# ---- queue_counter ----
<file path="src/rtl/queue_counter.sv">
// Queue occupancy counter: edge-detects the FSM up/down levels into a saturating count,
// with full/empty flags, error pulses and a registered wait time. Optional QUEUE_WAIT_BCD_EN.
module queue_counter #(
    parameter int unsigned CNT_W     = 4,
    parameter int unsigned MAX_COUNT = 9,
    parameter int unsigned SVC_TIME  = 3,
    parameter int unsigned WAIT_W    = 7
) (
    input  logic              clk,
    input  logic              rst,
    input  logic              up,
    input  logic              down,
    output logic [CNT_W-1:0]  count,
    output logic              full,
    output logic              empty,
    output logic              ovf_err,
    output logic              unf_err,
    output logic [WAIT_W-1:0] wait_time
`ifdef QUEUE_WAIT_BCD_EN
    ,
    output logic [7:0]        wait_bcd
`endif
);

    if (64'(MAX_COUNT) > ((64'd1 << CNT_W) - 64'd1)) begin : g_bad_cnt_w
        $error("queue_counter: MAX_COUNT does not fit in CNT_W bits");
    end
    if (64'(MAX_COUNT) * 64'(SVC_TIME) > ((64'd1 << WAIT_W) - 64'd1)) begin : g_bad_wait_w
        $error("queue_counter: MAX_COUNT*SVC_TIME does not fit in WAIT_W bits");
    end

    localparam logic [CNT_W-1:0] MaxCnt = CNT_W'(MAX_COUNT);

    logic              up_d, down_d;
    logic              up_evt, down_evt;
    logic [CNT_W-1:0]  count_q, count_d;
    logic              ovf_q, ovf_d;
    logic              unf_q, unf_d;
    logic [WAIT_W-1:0] wait_q, wait_d;

    assign up_evt   = up & ~up_d;
    assign down_evt = down & ~down_d;

    always_comb begin
        count_d = count_q;
        ovf_d   = 1'b0;
        unf_d   = 1'b0;
        // Simultaneous up/down events cancel: no change, no error.
        if (up_evt && !down_evt) begin
            if (count_q == MaxCnt) begin
                ovf_d = 1'b1;
            end else begin
                count_d = count_q + CNT_W'(1);
            end
        end else if (down_evt && !up_evt) begin
            if (count_q == '0) begin
                unf_d = 1'b1;
            end else begin
                count_d = count_q - CNT_W'(1);
            end
        end
    end

    // Wait time follows the count register, so it lags count by one cycle.
    assign wait_d = WAIT_W'(count_q) * WAIT_W'(SVC_TIME);

    always_ff @(posedge clk or posedge rst) begin
        if (rst) begin
            up_d    <= 1'b0;
            down_d  <= 1'b0;
            count_q <= '0;
            ovf_q   <= 1'b0;
            unf_q   <= 1'b0;
            wait_q  <= '0;
        end else begin
            up_d    <= up;
            down_d  <= down;
            count_q <= count_d;
            ovf_q   <= ovf_d;
            unf_q   <= unf_d;
            wait_q  <= wait_d;
        end
    end

    assign count     = count_q;
    assign full      = (count_q == MaxCnt);
    assign empty     = (count_q == '0);
    assign ovf_err   = ovf_q;
    assign unf_err   = unf_q;
    assign wait_time = wait_q;

`ifdef QUEUE_WAIT_BCD_EN
    logic [31:0] wait_val;
    logic [7:0]  bcd_d, bcd_q;

    always_comb begin
        wait_val = 32'(wait_d);
        if (wait_val > 32'd99) begin
            bcd_d = 8'h99;
        end else begin
            bcd_d = {4'(wait_val / 32'd10), 4'(wait_val % 32'd10)};
        end
    end

    always_ff @(posedge clk or posedge rst) begin
        if (rst) begin
            bcd_q <= 8'h00;
        end else begin
            bcd_q <= bcd_d;
        end
    end

    assign wait_bcd = bcd_q;
`endif

endmodule

</file>
<file path="config.mk">
export PLATFORM = sky130hd
export DESIGN_NAME = queue_counter
export DESIGN_NICKNAME = d
export VERILOG_FILES = /design/src/rtl/queue_counter.sv
export SDC_FILE = /design/constraint.sdc
export NUM_CORES = 1
export LEC_CHECK = 0
export ABC_AREA = 1
export CAP_MARGIN = 25
export CORE_MARGIN = 2
export CORE_UTILIZATION = 51
export CTS_CLUSTER_SIZE = 24
export DETAILED_ROUTE_END_ITERATION = 8
export PLACE_DENSITY = 0.87
export SLEW_MARGIN = 20
export SYNTH_ARGS = -nofsm -noshare
export SYNTH_HDL_FRONTEND = slang
export SYNTH_SLANG_ARGS = --single-unit
</file>
<file path="constraint.sdc">
create_clock -name clk -period 4.7 [get_ports clk]
set_input_delay 0.47 -clock clk [delete_from_list [all_inputs] [get_ports clk]]
set_output_delay 0.47 -clock clk [all_outputs]
set_load 0.01 [all_outputs]
</file>
==> out/summary.txt <==
Routability Congestion -> 0.7498
Tally of unique sky130hd cells used after synthesis -> 17
RSZ-0062 raised after global routing -> no
Seq share, synth -> 42.81%
Yosys reg bits -> 14
Count of plain and timing-repair buffers -> 17
Multi-Input Combinational -> 51
GR peak layer -> met2
Status -> finished clean
Finish-stage setup viols -> 0
Die Wd -> 44.06 µm
Largest net degree at the start of global routing -> 15
Root Driver -> clkbuf_4
Area delta synth->final -> 25.84%
WS Path Type -> reg -> out
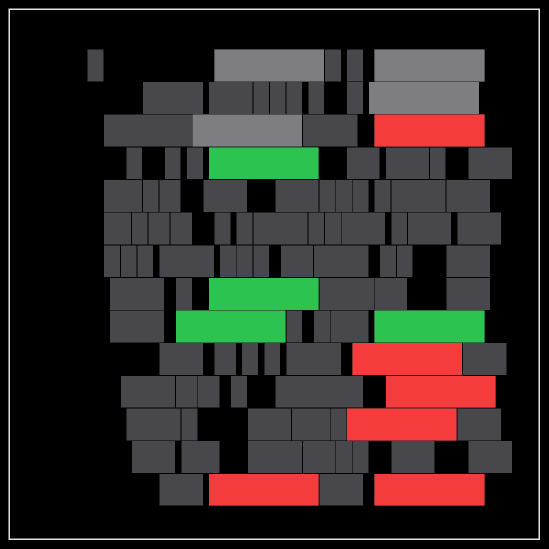
(queue_counter/ff_map.png)
(12 px per µm)
count: in green, placed flops 4, where middle. wait_time: in red, placed flops 6.
Another 4 sequential cells are not coloured.
flop share of the area: 34.02%
sequential power: 0.214 mW
FF+latch area: 350.3 µm²
Core Util, Final: 68.36%

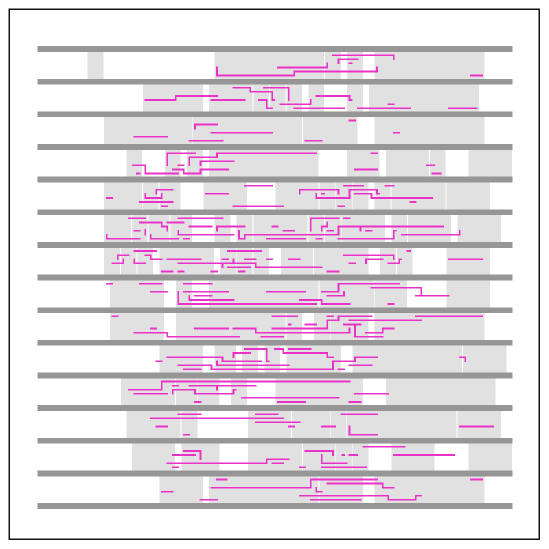
(queue_counter/m1.png)
(12 px per µm) Supply wires on this layer in grey. Cells faint in the background.
101 nets have wire on it. The wires run mostly horizontal.
Via Count: 578
GR met1 Demand/Resource: 17.99%

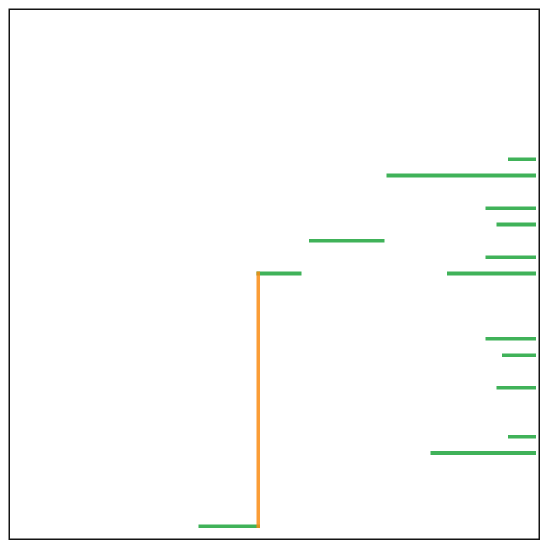
(queue_counter/layers.png)
(12 px per µm) Only two layers are drawn.
M4: in orange, wire length 21.1 µm. M3: in green, wire length 66.5 µm.
Routed Wire Length: 1.400 mm
DR WL/cell: 11.57 µm
gr usage total: 16.60%


# ---- dsp_mac_sequencer ----
$ cat src/rtl/dsp_ctrl_pkg.sv
// Shared constants for the DSP48A1 MAC sequencer: state encoding, OPMODE values
// and default pipeline depth.
package dsp_ctrl_pkg;

    typedef logic [2:0] state_t;

    localparam state_t S_IDLE  = 3'd0;
    localparam state_t S_CLEAR = 3'd1;
    localparam state_t S_FEED  = 3'd2;
    localparam state_t S_DRAIN = 3'd3;
    localparam state_t S_FIN   = 3'd4;

    localparam logic [7:0] OPMODE_ZERO = 8'h00;
    localparam logic [7:0] OPMODE_ACC  = 8'h09;

    localparam int unsigned PIPE_LAT_DEF = 4;
    localparam int unsigned CNT_W_DEF    = 10;

endpackage

$ cat src/rtl/dsp_stage_valid_pipe.sv
// Shift register of accepted beats; bit k drives the clock enable of slice stage k+1.
module dsp_stage_valid_pipe #(
    parameter int unsigned W = 3
) (
    input  logic         clk,
    input  logic         reset_n,
    input  logic         shift_in,
    input  logic         flush,
    output logic [W-1:0] vpipe
);

    // Shift expressed arithmetically so a single-bit pipe needs no special case.
    always_ff @(posedge clk or negedge reset_n) begin
        if (!reset_n) begin
            vpipe <= '0;
        end else if (flush) begin
            vpipe <= '0;
        end else begin
            vpipe <= (vpipe << 1) | W'(shift_in);
        end
    end

endmodule

$ cat src/rtl/dsp_mac_sequencer.sv
// Sequences a DSP48A1-style MAC slice through an N-sample dot product, gating each
// pipeline stage with its own enable so input bubbles never accumulate into P.
module dsp_mac_sequencer #(
    parameter int unsigned CNT_W      = dsp_ctrl_pkg::CNT_W_DEF,
    parameter int unsigned PIPE_LAT   = dsp_ctrl_pkg::PIPE_LAT_DEF,
    parameter logic [7:0]  OPMODE_ACC = dsp_ctrl_pkg::OPMODE_ACC
) (
    input  logic                clk,
    input  logic                reset_n,
    input  logic                start,
    input  logic [CNT_W-1:0]    len,
    input  logic                abort,
    input  logic                in_valid,
    output logic                in_ready,
    output logic [PIPE_LAT-1:0] stage_ce,
    output logic [7:0]          opmode,
    output logic                rstp,
    output logic                busy,
    output logic                result_valid,
    output logic                done
);

    import dsp_ctrl_pkg::*;

    localparam int unsigned VW = PIPE_LAT - 1;

    state_t           state;
    state_t           state_nxt;
    logic [CNT_W-1:0] remaining;
    logic             done_zero;
    logic [VW-1:0]    vpipe;
    logic [VW-1:0]    vpipe_shifted;
    logic             active;
    logic             kill;
    logic             beat;
    logic             drain_empty;
    logic             start_job;

    assign active    = (state == S_CLEAR) || (state == S_FEED) || (state == S_DRAIN);
    assign kill      = abort && active;
    assign start_job = (state == S_IDLE) && start && (len != '0);

    assign in_ready = (state == S_FEED) && !abort;
    assign beat     = in_valid && in_ready;

    // DRAIN may leave as soon as the enable about to shift out is the last one pending.
    assign vpipe_shifted = vpipe << 1;
    assign drain_empty   = (vpipe_shifted == '0);

    assign stage_ce     = kill ? '0 : {vpipe, beat};
    assign opmode       = active ? OPMODE_ACC : OPMODE_ZERO;
    assign rstp         = (state == S_CLEAR) || kill;
    assign busy         = (state != S_IDLE);
    assign result_valid = (state == S_FIN);
    assign done         = result_valid || done_zero;

    always_comb begin
        state_nxt = state;
        case (state)
            S_IDLE:  if (start_job) state_nxt = S_CLEAR;
            S_CLEAR: state_nxt = S_FEED;
            S_FEED:  if (beat && remaining == CNT_W'(1)) state_nxt = S_DRAIN;
            S_DRAIN: if (drain_empty) state_nxt = S_FIN;
            S_FIN:   state_nxt = S_IDLE;
            default: state_nxt = S_IDLE;
        endcase
        if (kill) state_nxt = S_IDLE;
    end

    always_ff @(posedge clk or negedge reset_n) begin
        if (!reset_n) begin
            state     <= S_IDLE;
            remaining <= '0;
            done_zero <= 1'b0;
        end else begin
            state     <= state_nxt;
            done_zero <= (state == S_IDLE) && start && (len == '0);
            if (kill) begin
                remaining <= '0;
            end else if (start_job) begin
                remaining <= len;
            end else if (beat && remaining != '0) begin
                remaining <= remaining - CNT_W'(1);
            end
        end
    end

    dsp_stage_valid_pipe #(
        .W(VW)
    ) u_vpipe (
        .clk     (clk),
        .reset_n (reset_n),
        .shift_in(beat),
        .flush   (kill),
        .vpipe   (vpipe)
    );

endmodule

$ cat config.mk
export PLATFORM = sky130hd
export DESIGN_NAME = dsp_mac_sequencer
export DESIGN_NICKNAME = d
export VERILOG_FILES = /design/src/rtl/dsp_ctrl_pkg.sv /design/src/rtl/dsp_stage_valid_pipe.sv /design/src/rtl/dsp_mac_sequencer.sv
export SDC_FILE = /design/constraint.sdc
export NUM_CORES = 1
export LEC_CHECK = 0
export ABC_AREA = 1
export ABC_CLOCK_PERIOD_IN_PS = 1500
export CAP_MARGIN = 20
export CORE_MARGIN = 4
export CORE_UTILIZATION = 49
export DETAILED_ROUTE_END_ITERATION = 8
export GPL_ROUTABILITY_DRIVEN = 0
export PLACE_DENSITY = 0.77
export SLEW_MARGIN = 20
export SYNTH_ARGS = -nofsm -noshare
export SYNTH_HDL_FRONTEND = slang
export SYNTH_SLANG_ARGS = --single-unit
$ cat constraint.sdc
create_clock -name clk -period 1.5 [get_ports clk]
set_input_delay 0.15 -clock clk [delete_from_list [all_inputs] [get_ports clk]]
set_output_delay 0.15 -clock clk [all_outputs]
set_load 0.01 [all_outputs]
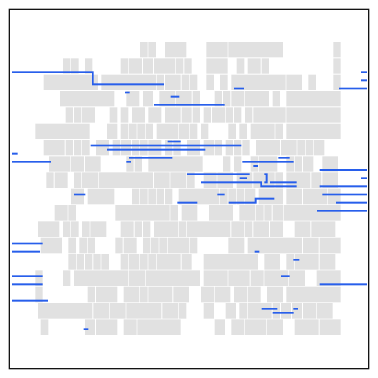
(dsp_mac_sequencer/m3.png)
(6 px per µm) Cells faint in the background.
38 nets have wire on it. The longest straight run is 24.8 µm. The layer holds 5.7% of the routed length.
met3 GRT Util: 3.024%
Routed Wire Length: 4.132 mm

==> out/summary.txt <==
Critical Path Start -> state[0]$_DFFE_PN0P_
Clock tree buffer depth -> 2
Worst slack, placed -> -0.1987 ns
Logic pwr share -> 73.7%
Post-CTS Resized -> 49
Post-route setup slack -> -0.1817 ns
Largest class -> logic gates
Required @ worst endpoint -> 1.35 ns
Inverters -> 22
Failing checks -> setup timing
Finish-stage setup viols -> 17
DR WL met3 -> 237 µm
Post-route ant nets -> 0
Seq pwr share -> 19.3%
Status -> complete, but fails checks
R2R Setup Slk -> -0.13 ns
GRT overflow -> 0
Top Consumer -> combinational cells
CP endpoint -> rstp

# ---- midi_voice_alloc ----
==> midi_voice_alloc/m4.png <==
(3 px per µm) Supply wires on this layer in grey.
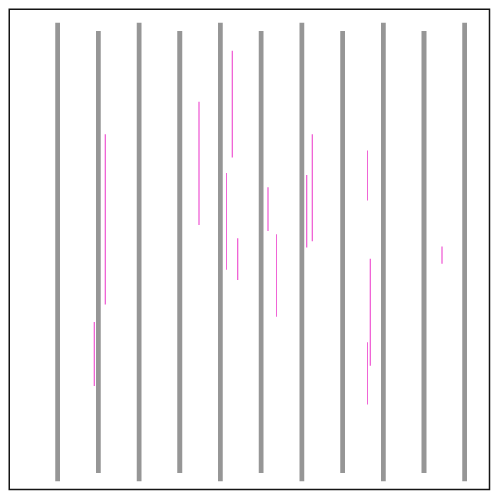
==> midi_voice_alloc/ff_map.png <==
(3 px per µm)
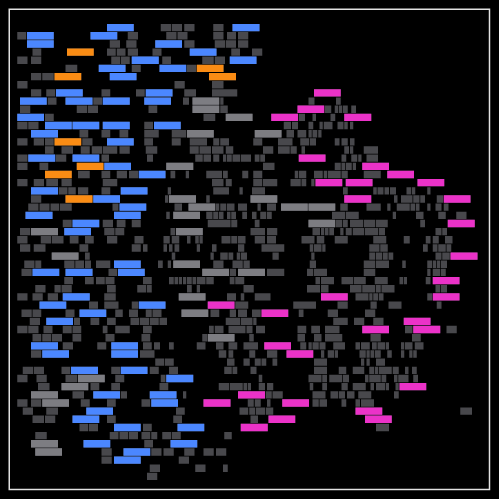
==> midi_voice_alloc/layers.png <==
(3 px per µm) Only two layers are drawn.
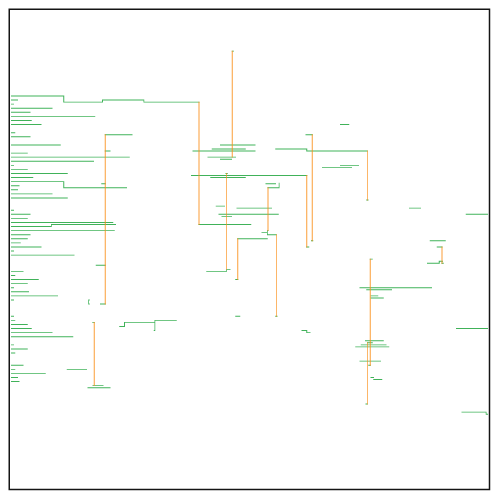
===== config.mk =====
export PLATFORM = sky130hd
export DESIGN_NAME = midi_voice_alloc
export DESIGN_NICKNAME = d
export VERILOG_FILES = /design/src/rtl/midi_voice_pkg.sv /design/src/rtl/midi_voice_select.sv /design/src/rtl/midi_voice_alloc.sv
export SDC_FILE = /design/constraint.sdc
export NUM_CORES = 1
export LEC_CHECK = 0
export CORE_MARGIN = 2
export CORE_UTILIZATION = 30
export CTS_BUF_LIST = sky130_fd_sc_hd__clkbuf_4 sky130_fd_sc_hd__clkbuf_8
export DETAILED_ROUTE_END_ITERATION = 12
export PLACE_DENSITY = 0.49
export SYNTH_ARGS = -nofsm -noshare
export SYNTH_HDL_FRONTEND = slang
export SYNTH_SLANG_ARGS = --single-unit

===== constraint.sdc =====
create_clock -name Clk -period 10.4 [get_ports Clk]
set_input_delay 1.56 -clock Clk [delete_from_list [all_inputs] [get_ports Clk]]
set_output_delay 1.56 -clock Clk [all_outputs]
set_load 0.02 [all_outputs]

===== src/rtl/midi_voice_pkg.sv =====
// Shared constants and FSM encoding for the MIDI voice allocator.
package midi_voice_pkg;

  localparam logic [7:0] NOTE_MIN = 8'd23;
  localparam logic [7:0] NOTE_MAX = 8'd111;
  localparam int         AGE_W    = 8;

  typedef enum logic [1:0] {
    ST_IDLE   = 2'd0,
    ST_MATCH  = 2'd1,
    ST_COMMIT = 2'd2
  } state_t;

  function automatic logic note_in_range(input logic [7:0] note);
    return (note >= NOTE_MIN) && (note <= NOTE_MAX);
  endfunction

endpackage


===== src/rtl/midi_voice_select.sv =====
// Combinational priority selection: voices matching a key, lowest free voice,
// and the oldest voice (largest age, ties to the lowest index).
module midi_voice_select
  import midi_voice_pkg::*;
#(
  parameter int NUM_VOICES = 4,
  parameter int IDX_W      = 2
) (
  input  logic [NUM_VOICES-1:0]       active,
  input  logic [8*NUM_VOICES-1:0]     notes,
  input  logic [AGE_W*NUM_VOICES-1:0] ages,
  input  logic [7:0]                  key,
  output logic [NUM_VOICES-1:0]       match_mask,
  output logic                        match_hit,
  output logic [IDX_W-1:0]            match_idx,
  output logic                        free_hit,
  output logic [IDX_W-1:0]            free_idx,
  output logic [IDX_W-1:0]            oldest_idx
);

  logic [AGE_W-1:0] best_age;

  always_comb begin
    match_mask = '0;
    match_hit  = 1'b0;
    match_idx  = '0;
    free_hit   = 1'b0;
    free_idx   = '0;
    oldest_idx = '0;
    best_age   = '0;
    for (int unsigned i = 0; i < NUM_VOICES; i++) begin
      if (active[i] && (notes[8*i +: 8] == key)) begin
        match_mask[i] = 1'b1;
        if (!match_hit) begin
          match_hit = 1'b1;
          match_idx = IDX_W'(i);
        end
      end
      if (!active[i] && !free_hit) begin
        free_hit = 1'b1;
        free_idx = IDX_W'(i);
      end
      // Strict compare keeps the lowest index on equal ages.
      if (ages[AGE_W*i +: AGE_W] > best_age) begin
        best_age   = ages[AGE_W*i +: AGE_W];
        oldest_idx = IDX_W'(i);
      end
    end
  end

endmodule


===== src/rtl/midi_voice_alloc.sv =====
// MIDI note-to-voice allocator: IDLE -> MATCH -> COMMIT pipeline over NUM_VOICES voices.
// Voice stealing when all voices sound is compiled in with MIDI_VOICE_STEAL_EN.
module midi_voice_alloc
  import midi_voice_pkg::*;
#(
  parameter int NUM_VOICES = 4
) (
  input  logic                    Clk,
  input  logic                    Rst_n,
  input  logic                    noteValid,
  output logic                    noteReady,
  input  logic                    noteOn,
  input  logic [7:0]              noteNum,
  input  logic [7:0]              noteVel,
  input  logic                    panic,
  output logic [16*NUM_VOICES-1:0] voiceData,
  output logic [NUM_VOICES-1:0]   voiceActive,
  output logic                    dropped
);

  localparam int IDX_W = $clog2(NUM_VOICES);

  state_t state, state_nxt;
  logic   accept;

  logic       cap_on;
  logic [7:0] cap_note;
  logic [7:0] cap_vel;

  logic [7:0]       v_note [NUM_VOICES];
  logic [7:0]       v_vel  [NUM_VOICES];
  logic [AGE_W-1:0] v_age  [NUM_VOICES];
  logic [NUM_VOICES-1:0] v_active;

  logic [8*NUM_VOICES-1:0]     notes_flat;
  logic [AGE_W*NUM_VOICES-1:0] ages_flat;

  logic [NUM_VOICES-1:0] sel_mask, r_mask;
  logic                  sel_match_hit, sel_free_hit, r_match_hit, r_free_hit;
  logic [IDX_W-1:0]      sel_match_idx, sel_free_idx, sel_oldest_idx;
  logic [IDX_W-1:0]      r_match_idx, r_free_idx, r_oldest_idx;

  logic             do_drop, do_load, do_off;
  logic [IDX_W-1:0] tgt_idx;

  always_ff @(posedge Clk or negedge Rst_n) begin
    if (!Rst_n) state <= ST_IDLE;
    else        state <= state_nxt;
  end

  always_comb begin
    state_nxt = state;
    accept    = 1'b0;
    unique case (state)
      ST_IDLE: if (noteValid) begin
        accept    = 1'b1;
        state_nxt = ST_MATCH;
      end
      ST_MATCH:  state_nxt = ST_COMMIT;
      ST_COMMIT: state_nxt = ST_IDLE;
      default:   state_nxt = ST_IDLE;
    endcase
    if (panic) begin
      accept    = 1'b0;
      state_nxt = ST_IDLE;
    end
  end

  assign noteReady = (state == ST_IDLE);

  always_comb begin
    notes_flat = '0;
    ages_flat  = '0;
    voiceData  = '0;
    for (int unsigned i = 0; i < NUM_VOICES; i++) begin
      notes_flat[8*i +: 8]         = v_note[i];
      ages_flat[AGE_W*i +: AGE_W]  = v_age[i];
      voiceData[16*i +: 16]        = {v_note[i], v_vel[i]};
    end
  end

  assign voiceActive = v_active;

  midi_voice_select #(
    .NUM_VOICES (NUM_VOICES),
    .IDX_W      (IDX_W)
  ) u_select (
    .active     (v_active),
    .notes      (notes_flat),
    .ages       (ages_flat),
    .key        (cap_note),
    .match_mask (sel_mask),
    .match_hit  (sel_match_hit),
    .match_idx  (sel_match_idx),
    .free_hit   (sel_free_hit),
    .free_idx   (sel_free_idx),
    .oldest_idx (sel_oldest_idx)
  );

  // Commit decision; the steal target defaults to the oldest voice and is
  // only loaded when stealing is compiled in.
  always_comb begin
    do_drop = 1'b0;
    do_load = 1'b0;
    do_off  = 1'b0;
    tgt_idx = r_oldest_idx;
    if (!note_in_range(cap_note)) begin
      do_drop = 1'b1;
    end else if (!cap_on || (cap_vel == '0)) begin
      do_off = 1'b1;
    end else if (r_match_hit) begin
      do_load = 1'b1;
      tgt_idx = r_match_idx;
    end else if (r_free_hit) begin
      do_load = 1'b1;
      tgt_idx = r_free_idx;
    end else begin
`ifdef MIDI_VOICE_STEAL_EN
      do_load = 1'b1;
`else
      do_drop = 1'b1;
`endif
    end
  end

  always_ff @(posedge Clk or negedge Rst_n) begin
    if (!Rst_n) begin
      cap_on       <= 1'b0;
      cap_note     <= '0;
      cap_vel      <= '0;
      r_mask       <= '0;
      r_match_hit  <= 1'b0;
      r_match_idx  <= '0;
      r_free_hit   <= 1'b0;
      r_free_idx   <= '0;
      r_oldest_idx <= '0;
      v_active     <= '0;
      dropped      <= 1'b0;
      for (int unsigned i = 0; i < NUM_VOICES; i++) begin
        v_note[i] <= '0;
        v_vel[i]  <= '0;
        v_age[i]  <= '0;
      end
    end else begin
      dropped <= 1'b0;
      if (panic) begin
        v_active <= '0;
        for (int unsigned i = 0; i < NUM_VOICES; i++) begin
          v_note[i] <= '0;
          v_vel[i]  <= '0;
          v_age[i]  <= '0;
        end
      end else begin
        if (accept) begin
          cap_on   <= noteOn;
          cap_note <= noteNum;
          cap_vel  <= noteVel;
        end
        if (state == ST_MATCH) begin
          r_mask       <= sel_mask;
          r_match_hit  <= sel_match_hit;
          r_match_idx  <= sel_match_idx;
          r_free_hit   <= sel_free_hit;
          r_free_idx   <= sel_free_idx;
          r_oldest_idx <= sel_oldest_idx;
        end
        if (state == ST_COMMIT) begin
          dropped <= do_drop;
          for (int unsigned i = 0; i < NUM_VOICES; i++) begin
            if (do_load) begin
              if (IDX_W'(i) == tgt_idx) begin
                v_note[i]   <= cap_note;
                v_vel[i]    <= cap_vel;
                v_age[i]    <= '0;
                v_active[i] <= 1'b1;
              end else if (v_active[i] && (v_age[i] != '1)) begin
                v_age[i] <= v_age[i] + AGE_W'(1);
              end
            end
            if (do_off && r_mask[i]) begin
              v_note[i]   <= '0;
              v_vel[i]    <= '0;
              v_age[i]    <= '0;
              v_active[i] <= 1'b0;
            end
          end
        end
      end
    end
  end

endmodule


==> out/summary.txt <==
Status -> finished clean
RSZ-0062 raised after global routing -> no
Element type at the critical path start -> register
Tally of unique sky130hd cells used after synthesis -> 78
Initial antenna violation count -> 0
Die Wd -> 159.6 µm
Die Ht -> 159.6 µm
TAP cells -> 319
CP delay by family, top -> AND-OR/OR-AND gates
Routed metal-1 wirelength -> 9.702 mm
Critical path depth in cells -> 23
Root Driver -> clkbuf_8
Ys cells -> 677
Worst-path fanout max -> 10
Seq_cells -> 132
F_max -> 0.1834 GHz
Synth Instances -> 677
Fill count -> 2,342
Clock power share -> 34.0%
Post-Syn Nets -> 727
## Picture notes: midi_voice_alloc/m4.png
11 nets have wire on it. The layer carries 377 µm of wire.
Via Count: 5,858
Routed Wire Length: 21.44 mm

## Picture notes: midi_voice_alloc/ff_map.png
cap_vel: in orange, placed flops 8, where top left. voiceData: in blue, placed flops 64. ages_flat: in magenta, placed flops 32.
FF+latch area: 3303 µm²
Core Util, Final: 37.36%
flop share of the area: 37.44%

## Picture notes: midi_voice_alloc/layers.png
M3: in green, wire length 1,050 µm. M4: in orange, wire length 377 µm.
gr usage total: 17.21%
DR WL/cell: 19.65 µm


# ---- cam_tx_emulator ----
==> cam_tx_emulator/m1.png <==
(2 px per µm) Supply wires on this layer in grey. Cells faint in the background.
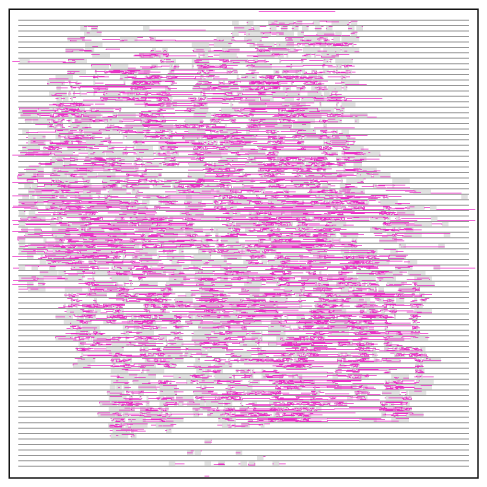
[src/rtl/cam_tx_emulator.sv]
// rtl/cam_tx_emulator.sv - camera-bus transmitter stand-in with 4-register control slave
//
// Purpose:
//   Generates cam_clk, cam_pixel, cam_hsync and cam_vsync in the same form a
//   real camera presents them, so the capture path can be brought up and
//   tested in closed loop.
//   Frame geometry and test pattern are programmed through a small
//   register slave that uses the bus_enable/rw/acknowledge handshake.
//
// Ports:
//   clk, rst        main clock; reset is asynchronous and active-low
//   cam_clk         generated pixel clock, clk/(2*CLK_DIV)
//   cam_pixel[11:0] pixel data, updated only on cam_clk falling edges
//   cam_hsync       high while the current line's pixels are valid
//   cam_vsync       high from the first active line through the last one
//   tr_address[1:0] register index: 0 CTRL, 1 FCNT, 2 SIZE, 3 BLANK
//   tr_bus_enable   access request, acknowledged on the following cycle
//   tr_rw           1 = read, 0 = write
//   tr_write_data   write data
//   tr_read_data    read data, valid with tr_acknowledge, otherwise 0
//   tr_acknowledge  registered one-cycle access acknowledge
//
// Optional feature:
//   CAM_TX_LFSR_EN  when defined, CTRL[3] selects a 12-bit LFSR pattern.
module cam_tx_emulator #(
  parameter int CLK_DIV    = 2,
  parameter int DEF_WIDTH  = 640,
  parameter int DEF_HEIGHT = 480,
  parameter int DEF_HBLANK = 32,
  parameter int DEF_VBLANK = 8
) (
  input  logic        clk,
  input  logic        rst,
  output logic        cam_clk,
  output logic [11:0] cam_pixel,
  output logic        cam_hsync,
  output logic        cam_vsync,
  input  logic [1:0]  tr_address,
  input  logic        tr_bus_enable,
  input  logic        tr_rw,
  input  logic [31:0] tr_write_data,
  output logic [31:0] tr_read_data,
  output logic        tr_acknowledge
);

  typedef enum logic [2:0] {
    S_IDLE,
    S_VBLANK,
    S_HBLANK,
    S_ACTIVE,
    S_FRAME_END
  } state_t;

  localparam logic [15:0] DIV_LAST  = 16'(CLK_DIV - 1);
  localparam logic [31:0] SIZE_DEF  = {16'(DEF_HEIGHT), 16'(DEF_WIDTH)};
  localparam logic [31:0] BLANK_DEF = {16'(DEF_VBLANK), 16'(DEF_HBLANK)};

  // Clock divider
  logic [15:0] div_q, div_d;
  logic        cam_clk_q, cam_clk_d;
  logic        tick;

  // Registers
  logic [3:0]  ctrl_q, ctrl_d;
  logic [31:0] fcnt_q, fcnt_d;
  logic [31:0] size_q, size_d;
  logic [31:0] blank_q, blank_d;

  // Geometry frozen at frame start
  logic [15:0] sw_q, sw_d;
  logic [15:0] sh_q, sh_d;
  logic [15:0] shb_q, shb_d;
  logic [15:0] svb_q, svb_d;

  // Timing FSM
  state_t      state_q, state_d;
  logic [15:0] x_q, x_d;
  logic [15:0] y_q, y_d;
  logic [16:0] pcnt_q, pcnt_d;
  logic [15:0] lcnt_q, lcnt_d;
  logic [16:0] line_len;
  logic        frame_start;
  logic        enter_line;

  // Registered outputs
  logic [11:0] pix_q, pix_d;
  logic        hs_q, hs_d;
  logic        vs_q, vs_d;
  logic        ack_q, ack_d;
  logic [31:0] rdata_q, rdata_d;

`ifdef CAM_TX_LFSR_EN
  localparam logic [11:0] LFSR_SEED = 12'hACE;
  logic [11:0] lfsr_q, lfsr_d, lfsr_cur;
`endif

  always_comb begin
    div_d       = div_q;
    cam_clk_d   = cam_clk_q;
    ctrl_d      = ctrl_q;
    fcnt_d      = fcnt_q;
    size_d      = size_q;
    blank_d     = blank_q;
    sw_d        = sw_q;
    sh_d        = sh_q;
    shb_d       = shb_q;
    svb_d       = svb_q;
    state_d     = state_q;
    x_d         = x_q;
    y_d         = y_q;
    pcnt_d      = pcnt_q;
    lcnt_d      = lcnt_q;
    pix_d       = pix_q;
    hs_d        = hs_q;
    vs_d        = vs_q;
    ack_d       = tr_bus_enable;
    rdata_d     = 32'h0;
    frame_start = 1'b0;
    enter_line  = 1'b0;
    line_len    = {1'b0, sw_q} + {1'b0, shb_q};
`ifdef CAM_TX_LFSR_EN
    lfsr_d      = lfsr_q;
    lfsr_cur    = lfsr_q;
`endif

    // cam_clk free-runs; a tick is the clk on which it falls.
    tick = cam_clk_q && (div_q == DIV_LAST);
    if (div_q == DIV_LAST) begin
      div_d     = 16'h0;
      cam_clk_d = ~cam_clk_q;
    end else begin
      div_d = div_q + 16'd1;
    end

    if (tick) begin
      case (state_q)
        S_IDLE: begin
          if (ctrl_q[0]) frame_start = 1'b1;
        end
        S_VBLANK: begin
          // Blank lines are counted as (width+hblank)-period rows.
          if (pcnt_q == line_len - 17'd1) begin
            pcnt_d = 17'h0;
            if (lcnt_q == svb_q - 16'd1) enter_line = 1'b1;
            else lcnt_d = lcnt_q + 16'd1;
          end else begin
            pcnt_d = pcnt_q + 17'd1;
          end
        end
        S_HBLANK: begin
          if (pcnt_q == {1'b0, shb_q} - 17'd1) begin
            state_d = S_ACTIVE;
            x_d     = 16'h0;
          end else begin
            pcnt_d = pcnt_q + 17'd1;
          end
        end
        S_ACTIVE: begin
          if (x_q == sw_q - 16'd1) begin
            if (y_q == sh_q - 16'd1) begin
              state_d = S_FRAME_END;
              fcnt_d  = fcnt_q + 32'd1;
            end else begin
              y_d        = y_q + 16'd1;
              enter_line = 1'b1;
            end
          end else begin
            x_d = x_q + 16'd1;
          end
        end
        S_FRAME_END: begin
          // Enable is only honoured here, so frames are never truncated.
          if (ctrl_q[0] && !ctrl_q[2]) begin
            frame_start = 1'b1;
          end else begin
            state_d = S_IDLE;
            if (ctrl_q[2]) begin
              ctrl_d[0] = 1'b0;
              ctrl_d[2] = 1'b0;
            end
          end
        end
        default: state_d = S_IDLE;
      endcase

      if (enter_line) begin
        if (shb_q != 16'h0) begin
          state_d = S_HBLANK;
          pcnt_d  = 17'h0;
        end else begin
          state_d = S_ACTIVE;
          x_d     = 16'h0;
        end
      end

      // Shadow takes the pre-write register value if a write lands now.
      if (frame_start) begin
        sw_d   = (size_q[15:0] == 16'h0) ? 16'd1 : size_q[15:0];
        sh_d   = (size_q[31:16] == 16'h0) ? 16'd1 : size_q[31:16];
        shb_d  = blank_q[15:0];
        svb_d  = blank_q[31:16];
        x_d    = 16'h0;
        y_d    = 16'h0;
        pcnt_d = 17'h0;
        lcnt_d = 16'h0;
        if (blank_q[31:16] != 16'h0)     state_d = S_VBLANK;
        else if (blank_q[15:0] != 16'h0) state_d = S_HBLANK;
        else                             state_d = S_ACTIVE;
`ifdef CAM_TX_LFSR_EN
        lfsr_cur = LFSR_SEED;
        lfsr_d   = LFSR_SEED;
`endif
      end

      hs_d = (state_d == S_ACTIVE);
      vs_d = (state_d == S_ACTIVE) || (state_d == S_HBLANK);
      if (state_d == S_ACTIVE) begin
`ifdef CAM_TX_LFSR_EN
        if (ctrl_q[3]) begin
          pix_d  = lfsr_cur;
          lfsr_d = {lfsr_cur[10:0], lfsr_cur[11] ^ lfsr_cur[10] ^ lfsr_cur[9] ^ lfsr_cur[3]};
        end else
`endif
        if (ctrl_q[1]) pix_d = (x_d[3] ^ y_d[3]) ? 12'hFFF : 12'h000;
        else           pix_d = x_d[11:0] + y_d[11:0] + fcnt_q[11:0];
      end else begin
        pix_d = 12'h000;
      end
    end

    // Register writes come last so a CPU write beats the single-shot clear.
    if (tr_bus_enable && !tr_rw) begin
      case (tr_address)
`ifdef CAM_TX_LFSR_EN
        2'd0: ctrl_d = tr_write_data[3:0];
`else
        2'd0: ctrl_d = {1'b0, tr_write_data[2:0]};
`endif
        2'd2: size_d  = tr_write_data;
        2'd3: blank_d = tr_write_data;
        default: ;
      endcase
    end

    if (tr_bus_enable && tr_rw) begin
      case (tr_address)
        2'd0:    rdata_d = {28'h0, ctrl_q};
        2'd1:    rdata_d = fcnt_q;
        2'd2:    rdata_d = size_q;
        default: rdata_d = blank_q;
      endcase
    end
  end

  always_ff @(posedge clk or negedge rst) begin
    if (!rst) begin
      div_q     <= 16'h0;
      cam_clk_q <= 1'b0;
      ctrl_q    <= 4'h0;
      fcnt_q    <= 32'h0;
      size_q    <= SIZE_DEF;
      blank_q   <= BLANK_DEF;
      sw_q      <= SIZE_DEF[15:0];
      sh_q      <= SIZE_DEF[31:16];
      shb_q     <= BLANK_DEF[15:0];
      svb_q     <= BLANK_DEF[31:16];
      state_q   <= S_IDLE;
      x_q       <= 16'h0;
      y_q       <= 16'h0;
      pcnt_q    <= 17'h0;
      lcnt_q    <= 16'h0;
      pix_q     <= 12'h0;
      hs_q      <= 1'b0;
      vs_q      <= 1'b0;
      ack_q     <= 1'b0;
      rdata_q   <= 32'h0;
`ifdef CAM_TX_LFSR_EN
      lfsr_q    <= LFSR_SEED;
`endif
    end else begin
      div_q     <= div_d;
      cam_clk_q <= cam_clk_d;
      ctrl_q    <= ctrl_d;
      fcnt_q    <= fcnt_d;
      size_q    <= size_d;
      blank_q   <= blank_d;
      sw_q      <= sw_d;
      sh_q      <= sh_d;
      shb_q     <= shb_d;
      svb_q     <= svb_d;
      state_q   <= state_d;
      x_q       <= x_d;
      y_q       <= y_d;
      pcnt_q    <= pcnt_d;
      lcnt_q    <= lcnt_d;
      pix_q     <= pix_d;
      hs_q      <= hs_d;
      vs_q      <= vs_d;
      ack_q     <= ack_d;
      rdata_q   <= rdata_d;
`ifdef CAM_TX_LFSR_EN
      lfsr_q    <= lfsr_d;
`endif
    end
  end

  assign cam_clk        = cam_clk_q;
  assign cam_pixel      = pix_q;
  assign cam_hsync      = hs_q;
  assign cam_vsync      = vs_q;
  assign tr_acknowledge = ack_q;
  assign tr_read_data   = rdata_q;

endmodule
[config.mk]
export PLATFORM = sky130hd
export DESIGN_NAME = cam_tx_emulator
export DESIGN_NICKNAME = d
export VERILOG_FILES = /design/src/rtl/cam_tx_emulator.sv
export SDC_FILE = /design/constraint.sdc
export NUM_CORES = 1
export LEC_CHECK = 0
export CAP_MARGIN = 20
export CORE_MARGIN = 4
export CORE_UTILIZATION = 35
export CTS_CLUSTER_SIZE = 28
export DETAILED_ROUTE_END_ITERATION = 10
export SYNTH_ARGS = -nofsm -noshare
export SYNTH_HDL_FRONTEND = slang
export SYNTH_SLANG_ARGS = --single-unit
[constraint.sdc]
create_clock -name clk -period 11.15 [get_ports clk]
set_input_delay 2.23 -clock clk [delete_from_list [all_inputs] [get_ports clk]]
set_output_delay 2.23 -clock clk [all_outputs]
set_load 0.1 [all_outputs]
==> out/summary.txt <==
Worst slack, placed -> 3.650 ns
Clk_buf instances -> 58
Worst EP arrival -> 8.06 ns
Signal buf overhead -> 4.876%
Max-cap violations -> 0
M2 GR Usage -> 31.58%
Post-CTS Hold Buffers -> 0
Clock sink count -> 295
Die Ht -> 233.6 µm
Cell area leaders -> dfrtp_1 (39%), mux2_2 (6.2%), nand2_1 (5.9%), xnor2_1 (4.6%), ha_1 (3.7%)
Area of the core -> 50,270 µm²
Routability Congestion -> 0.9045
Layout cells sized above 1 -> 11.25%
Die area -> 54,550 µm²
Number of remaining DRC errors -> 0
Status -> finished clean
Ys cells -> 1,938
Finish-stage setup viols -> 0
Die Wd -> 233.6 µm
Final cell count without fillers -> 2,682
Synth area leader -> dfrtp_1
## Picture notes: cam_tx_emulator/m1.png
The wires run mostly horizontal. 1,955 nets have wire on it.
Routed Wire Length: 52.82 mm
Via Count: 14,500
GR met1 Demand/Resource: 25.93%


# ---- cla_wide_add_seq ----
<file path="config.mk">
export PLATFORM = sky130hd
export DESIGN_NAME = cla_wide_add_seq
export DESIGN_NICKNAME = d
export VERILOG_FILES = /design/src/rtl/cla_seq_pkg.sv /design/src/rtl/cla_wide_add_seq_cla_p.sv /design/src/rtl/cla_wide_add_seq.sv
export SDC_FILE = /design/constraint.sdc
export NUM_CORES = 1
export LEC_CHECK = 0
export CAP_MARGIN = 15
export CORE_MARGIN = 8
export CORE_UTILIZATION = 52
export CTS_CLUSTER_DIAMETER = 30
export DETAILED_ROUTE_END_ITERATION = 12
export PLACE_DENSITY_LB_ADDON = 0.08
export RECOVER_POWER = 25
export SLEW_MARGIN = 20
export SYNTH_ARGS = -nofsm -noshare
export SYNTH_HDL_FRONTEND = slang
export SYNTH_HIERARCHICAL = 1
export SYNTH_SLANG_ARGS = --single-unit
</file>
<file path="constraint.sdc">
create_clock -name clk -period 4 [get_ports clk]
set_clock_uncertainty 0.1 [all_clocks]
set_input_delay 0.6 -clock clk [delete_from_list [all_inputs] [get_ports clk]]
set_output_delay 0.6 -clock clk [all_outputs]
set_load 0.01 [all_outputs]
</file>
<file path="src/rtl/cla_seq_pkg.sv">
// Shared types and helpers for the chunked CLA add/subtract sequencer.
// Optional signed-overflow output is enabled with the CLA_SEQ_OVF_EN macro (see cla_wide_add_seq).
package cla_seq_pkg;

  typedef enum logic [1:0] {
    IDLE = 2'd0,
    RUN  = 2'd1,
    DONE = 2'd2
  } state_t;

  localparam logic OP_ADD = 1'b0;
  localparam logic OP_SUB = 1'b1;

  function automatic int clog2(input int value);
    int r;
    r = 0;
    for (int v = value - 1; v > 0; v = v >> 1) r++;
    return r;
  endfunction

endpackage

</file>
<file path="src/rtl/cla_wide_add_seq_cla_p.sv">
// ADDER_SIZE-bit carry-lookahead slice: lookahead inside each GROUP_SIZE group and
// a second lookahead level across the group generate/propagate terms.
module CLA_p #(
  parameter int ADDER_SIZE = 16,
  parameter int GROUP_SIZE = 4
) (
  input  logic [ADDER_SIZE-1:0] a,
  input  logic [ADDER_SIZE-1:0] b,
  input  logic                  cin,
  output logic [ADDER_SIZE-1:0] sum,
  output logic                  cout
);

  localparam int NGROUPS = ADDER_SIZE / GROUP_SIZE;

  logic [ADDER_SIZE-1:0] gen, prop, carry;
  logic [NGROUPS-1:0]    grp_gen, grp_prop;
  logic [NGROUPS:0]      grp_carry;

  // Carry into position k as a flat sum of products of the g/p terms below it.
  function automatic logic carry_into(input logic [ADDER_SIZE-1:0] g,
                                      input logic [ADDER_SIZE-1:0] p,
                                      input int k, input logic c0);
    logic acc, run_p;
    acc   = 1'b0;
    run_p = 1'b1;
    for (int j = ADDER_SIZE - 1; j >= 0; j--) begin
      if (j < k) begin
        acc   = acc | (g[j] & run_p);
        run_p = run_p & p[j];
      end
    end
    return acc | (run_p & c0);
  endfunction

  assign gen  = a & b;
  assign prop = a ^ b;

  genvar gi;
  generate
    for (gi = 0; gi < NGROUPS; gi++) begin : g_group
      logic [GROUP_SIZE-1:0] g_l, p_l, c_l;

      assign g_l = gen[gi*GROUP_SIZE +: GROUP_SIZE];
      assign p_l = prop[gi*GROUP_SIZE +: GROUP_SIZE];
      assign grp_gen[gi]  = carry_into(ADDER_SIZE'(g_l), ADDER_SIZE'(p_l), GROUP_SIZE, 1'b0);
      assign grp_prop[gi] = &p_l;

      always_comb begin
        c_l = '0;
        for (int k = 0; k < GROUP_SIZE; k++)
          c_l[k] = carry_into(ADDER_SIZE'(g_l), ADDER_SIZE'(p_l), k, grp_carry[gi]);
      end

      assign carry[gi*GROUP_SIZE +: GROUP_SIZE] = c_l;
    end
  endgenerate

  always_comb begin
    grp_carry = '0;
    for (int i = 0; i <= NGROUPS; i++)
      grp_carry[i] = carry_into(ADDER_SIZE'(grp_gen), ADDER_SIZE'(grp_prop), i, cin);
  end

  assign sum  = prop ^ carry;
  assign cout = grp_carry[NGROUPS];

endmodule

</file>
<file path="src/rtl/cla_wide_add_seq.sv">
// WIDTH-bit add/subtract computed over NBEATS cycles on one shared CLA slice, LSB chunk first.
// Define CLA_SEQ_OVF_EN to add the registered signed-overflow output ovf.
module cla_wide_add_seq
  import cla_seq_pkg::*;
#(
  parameter int WIDTH      = 64,
  parameter int ADDER_SIZE = 16,
  parameter int GROUP_SIZE = 4
) (
  input  logic             clk,
  input  logic             rst_n,
  input  logic             in_valid,
  output logic             in_ready,
  input  logic             op,
  input  logic [WIDTH-1:0] a,
  input  logic [WIDTH-1:0] b,
  input  logic             cin,
  output logic             out_valid,
  input  logic             out_ready,
  output logic [WIDTH-1:0] sum,
  output logic             cout,
  output logic             busy
`ifdef CLA_SEQ_OVF_EN
  ,
  output logic             ovf
`endif
);

  localparam int NBEATS = WIDTH / ADDER_SIZE;
  localparam int BEAT_W = (clog2(NBEATS) < 1) ? 1 : clog2(NBEATS);
  localparam logic [BEAT_W-1:0] LAST_BEAT = BEAT_W'(NBEATS - 1);

  generate
    if ((WIDTH % ADDER_SIZE) != 0 || (ADDER_SIZE % GROUP_SIZE) != 0 || NBEATS < 1) begin : g_bad_params
      $error("cla_wide_add_seq: WIDTH must be a multiple of ADDER_SIZE, ADDER_SIZE of GROUP_SIZE");
    end
  endgenerate

  state_t                  state_reg, state_next;
  logic [BEAT_W-1:0]       beat_reg;
  logic                    carry_reg;
  logic [WIDTH-1:0]        a_reg, b_reg, sum_reg;
  logic                    cout_reg;
  logic [ADDER_SIZE-1:0]   slice_a, slice_b, slice_sum;
  logic                    slice_cout;
  logic                    accept, last_beat;

  assign in_ready  = (state_reg == IDLE);
  assign out_valid = (state_reg == DONE);
  assign busy      = (state_reg != IDLE);
  assign accept    = in_valid && in_ready;
  assign last_beat = (beat_reg == LAST_BEAT);
  assign sum       = sum_reg;
  assign cout      = cout_reg;

  assign slice_a = a_reg[int'(beat_reg)*ADDER_SIZE +: ADDER_SIZE];
  assign slice_b = b_reg[int'(beat_reg)*ADDER_SIZE +: ADDER_SIZE];

  CLA_p #(
    .ADDER_SIZE (ADDER_SIZE),
    .GROUP_SIZE (GROUP_SIZE)
  ) u_slice (
    .a    (slice_a),
    .b    (slice_b),
    .cin  (carry_reg),
    .sum  (slice_sum),
    .cout (slice_cout)
  );

  always_ff @(posedge clk or negedge rst_n) begin
    if (!rst_n) state_reg <= IDLE;
    else        state_reg <= state_next;
  end

  always_comb begin
    state_next = state_reg;
    case (state_reg)
      IDLE:    if (accept)    state_next = RUN;
      RUN:     if (last_beat) state_next = DONE;
      DONE:    if (out_ready) state_next = IDLE;
      default:                state_next = IDLE;
    endcase
  end

  // Subtract is folded into the capture: B is inverted and the +1 rides in as the first carry.
  always_ff @(posedge clk or negedge rst_n) begin
    if (!rst_n) begin
      beat_reg  <= '0;
      carry_reg <= 1'b0;
      a_reg     <= '0;
      b_reg     <= '0;
      sum_reg   <= '0;
      cout_reg  <= 1'b0;
    end else begin
      case (state_reg)
        IDLE: begin
          if (accept) begin
            a_reg     <= a;
            b_reg     <= b ^ {WIDTH{op}};
            carry_reg <= (op == OP_SUB) ? 1'b1 : cin;
            beat_reg  <= '0;
          end
        end
        RUN: begin
          sum_reg[int'(beat_reg)*ADDER_SIZE +: ADDER_SIZE] <= slice_sum;
          carry_reg <= slice_cout;
          if (last_beat) begin
            beat_reg <= '0;
            cout_reg <= slice_cout;
          end else begin
            beat_reg <= beat_reg + BEAT_W'(1);
          end
        end
        default: ;
      endcase
    end
  end

`ifdef CLA_SEQ_OVF_EN
  logic ovf_reg;
  logic msb_carry_in;

  // Carry into the top bit recovered from the sum bit and its two operand bits.
  assign msb_carry_in = slice_sum[ADDER_SIZE-1] ^ slice_a[ADDER_SIZE-1] ^ slice_b[ADDER_SIZE-1];
  assign ovf          = ovf_reg;

  always_ff @(posedge clk or negedge rst_n) begin
    if (!rst_n)                           ovf_reg <= 1'b0;
    else if (state_reg == RUN && last_beat) ovf_reg <= msb_carry_in ^ slice_cout;
  end
`endif

endmodule

</file>
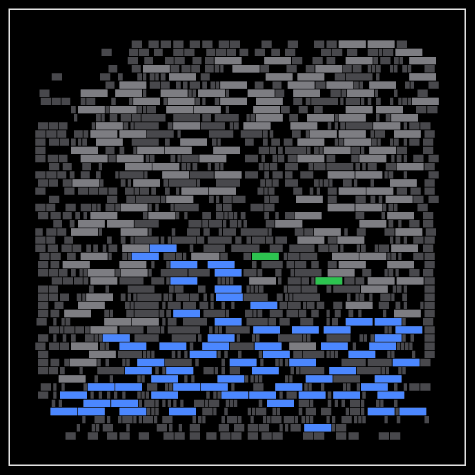
(cla_wide_add_seq/ff_map.png)
(3 px per µm)
a_reg: in blue, placed flops 64. state_reg: in green, placed flops 2.
Another 132 sequential cells are not coloured.
FF+latch area: 4956 µm²
Core Util, Final: 68.34%
sequential power: 3.44 mW

==> out/summary.txt <==
Max-cap violations -> 1
DRT iter0 DRCs -> 391
Post-DR vias/cell -> 5.243
Critical path depth in cells -> 12
Routed metal-1 wirelength -> 10.37 mm
Main flop type -> dfrtp_1
WS Path Type -> reg -> reg
Dpl cell area -> 11,700 µm²
FF-to-FF End -> sum[45]$_DFFE_PN0P_
Avg Cell Area, Syn -> 10.30 µm²
Slowest stage cell on the critical path -> mux4_2
Routability Congestion -> 0.7855
Clk cell area share -> 4.780%
Clock power share -> 15.4%
Slew @ Worst Pin -> 2.263 ns
Comb power -> 5.89 mW
P_sw -> 4.741 mW
Status -> complete, but fails checks
GR peak layer -> met2
Area delta synth->final -> 28.57%
Worst R2R Path Depth -> 12
Hold EP -> a_reg[37]$_DFFE_PN0P_
Root Driver -> clkbuf_16
Synth area leader -> dfrtp_1
Failing checks -> capacitance limit, slew limit
Sw Ratio -> 42.97%
Nets -> 1,265
Worst Hold Class -> reg -> reg
Uppermost layer routed -> met4
Slew Viols, Final -> 93


==> notes/layouts.md <==
Pictures saved along the way, in no particular order.

Wiring by layer.
shot_01.png
(2 px per µm) Only two layers are drawn.
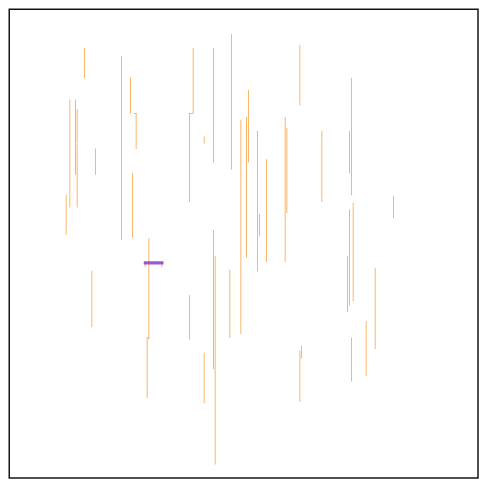
shot_02.png
(3 px per µm) Only two layers are drawn.
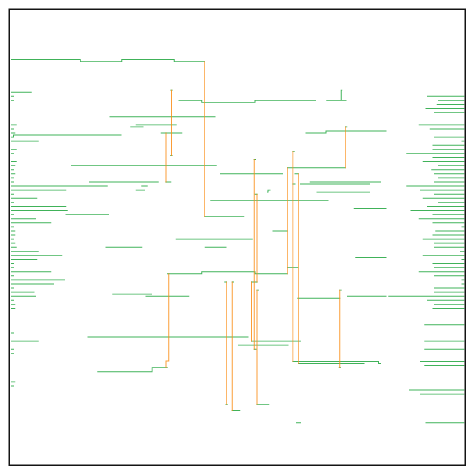
shot_03.png
(8 px per µm) Only two layers are drawn.
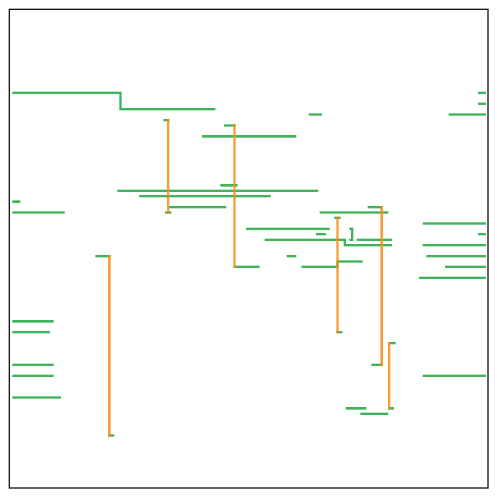
The one with the least wire is shot_03.png.
The one with the largest die is shot_01.png.
cam_tx_emulator is shot_01.png.
dsp_mac_sequencer is shot_03.png.
cla_wide_add_seq is shot_02.png.

Key to shot_03.png:
M3: in green, wire length 237 µm. M4: in orange, wire length 93.8 µm.

No activity file was given, so power comes from the tool's default toggle rates.
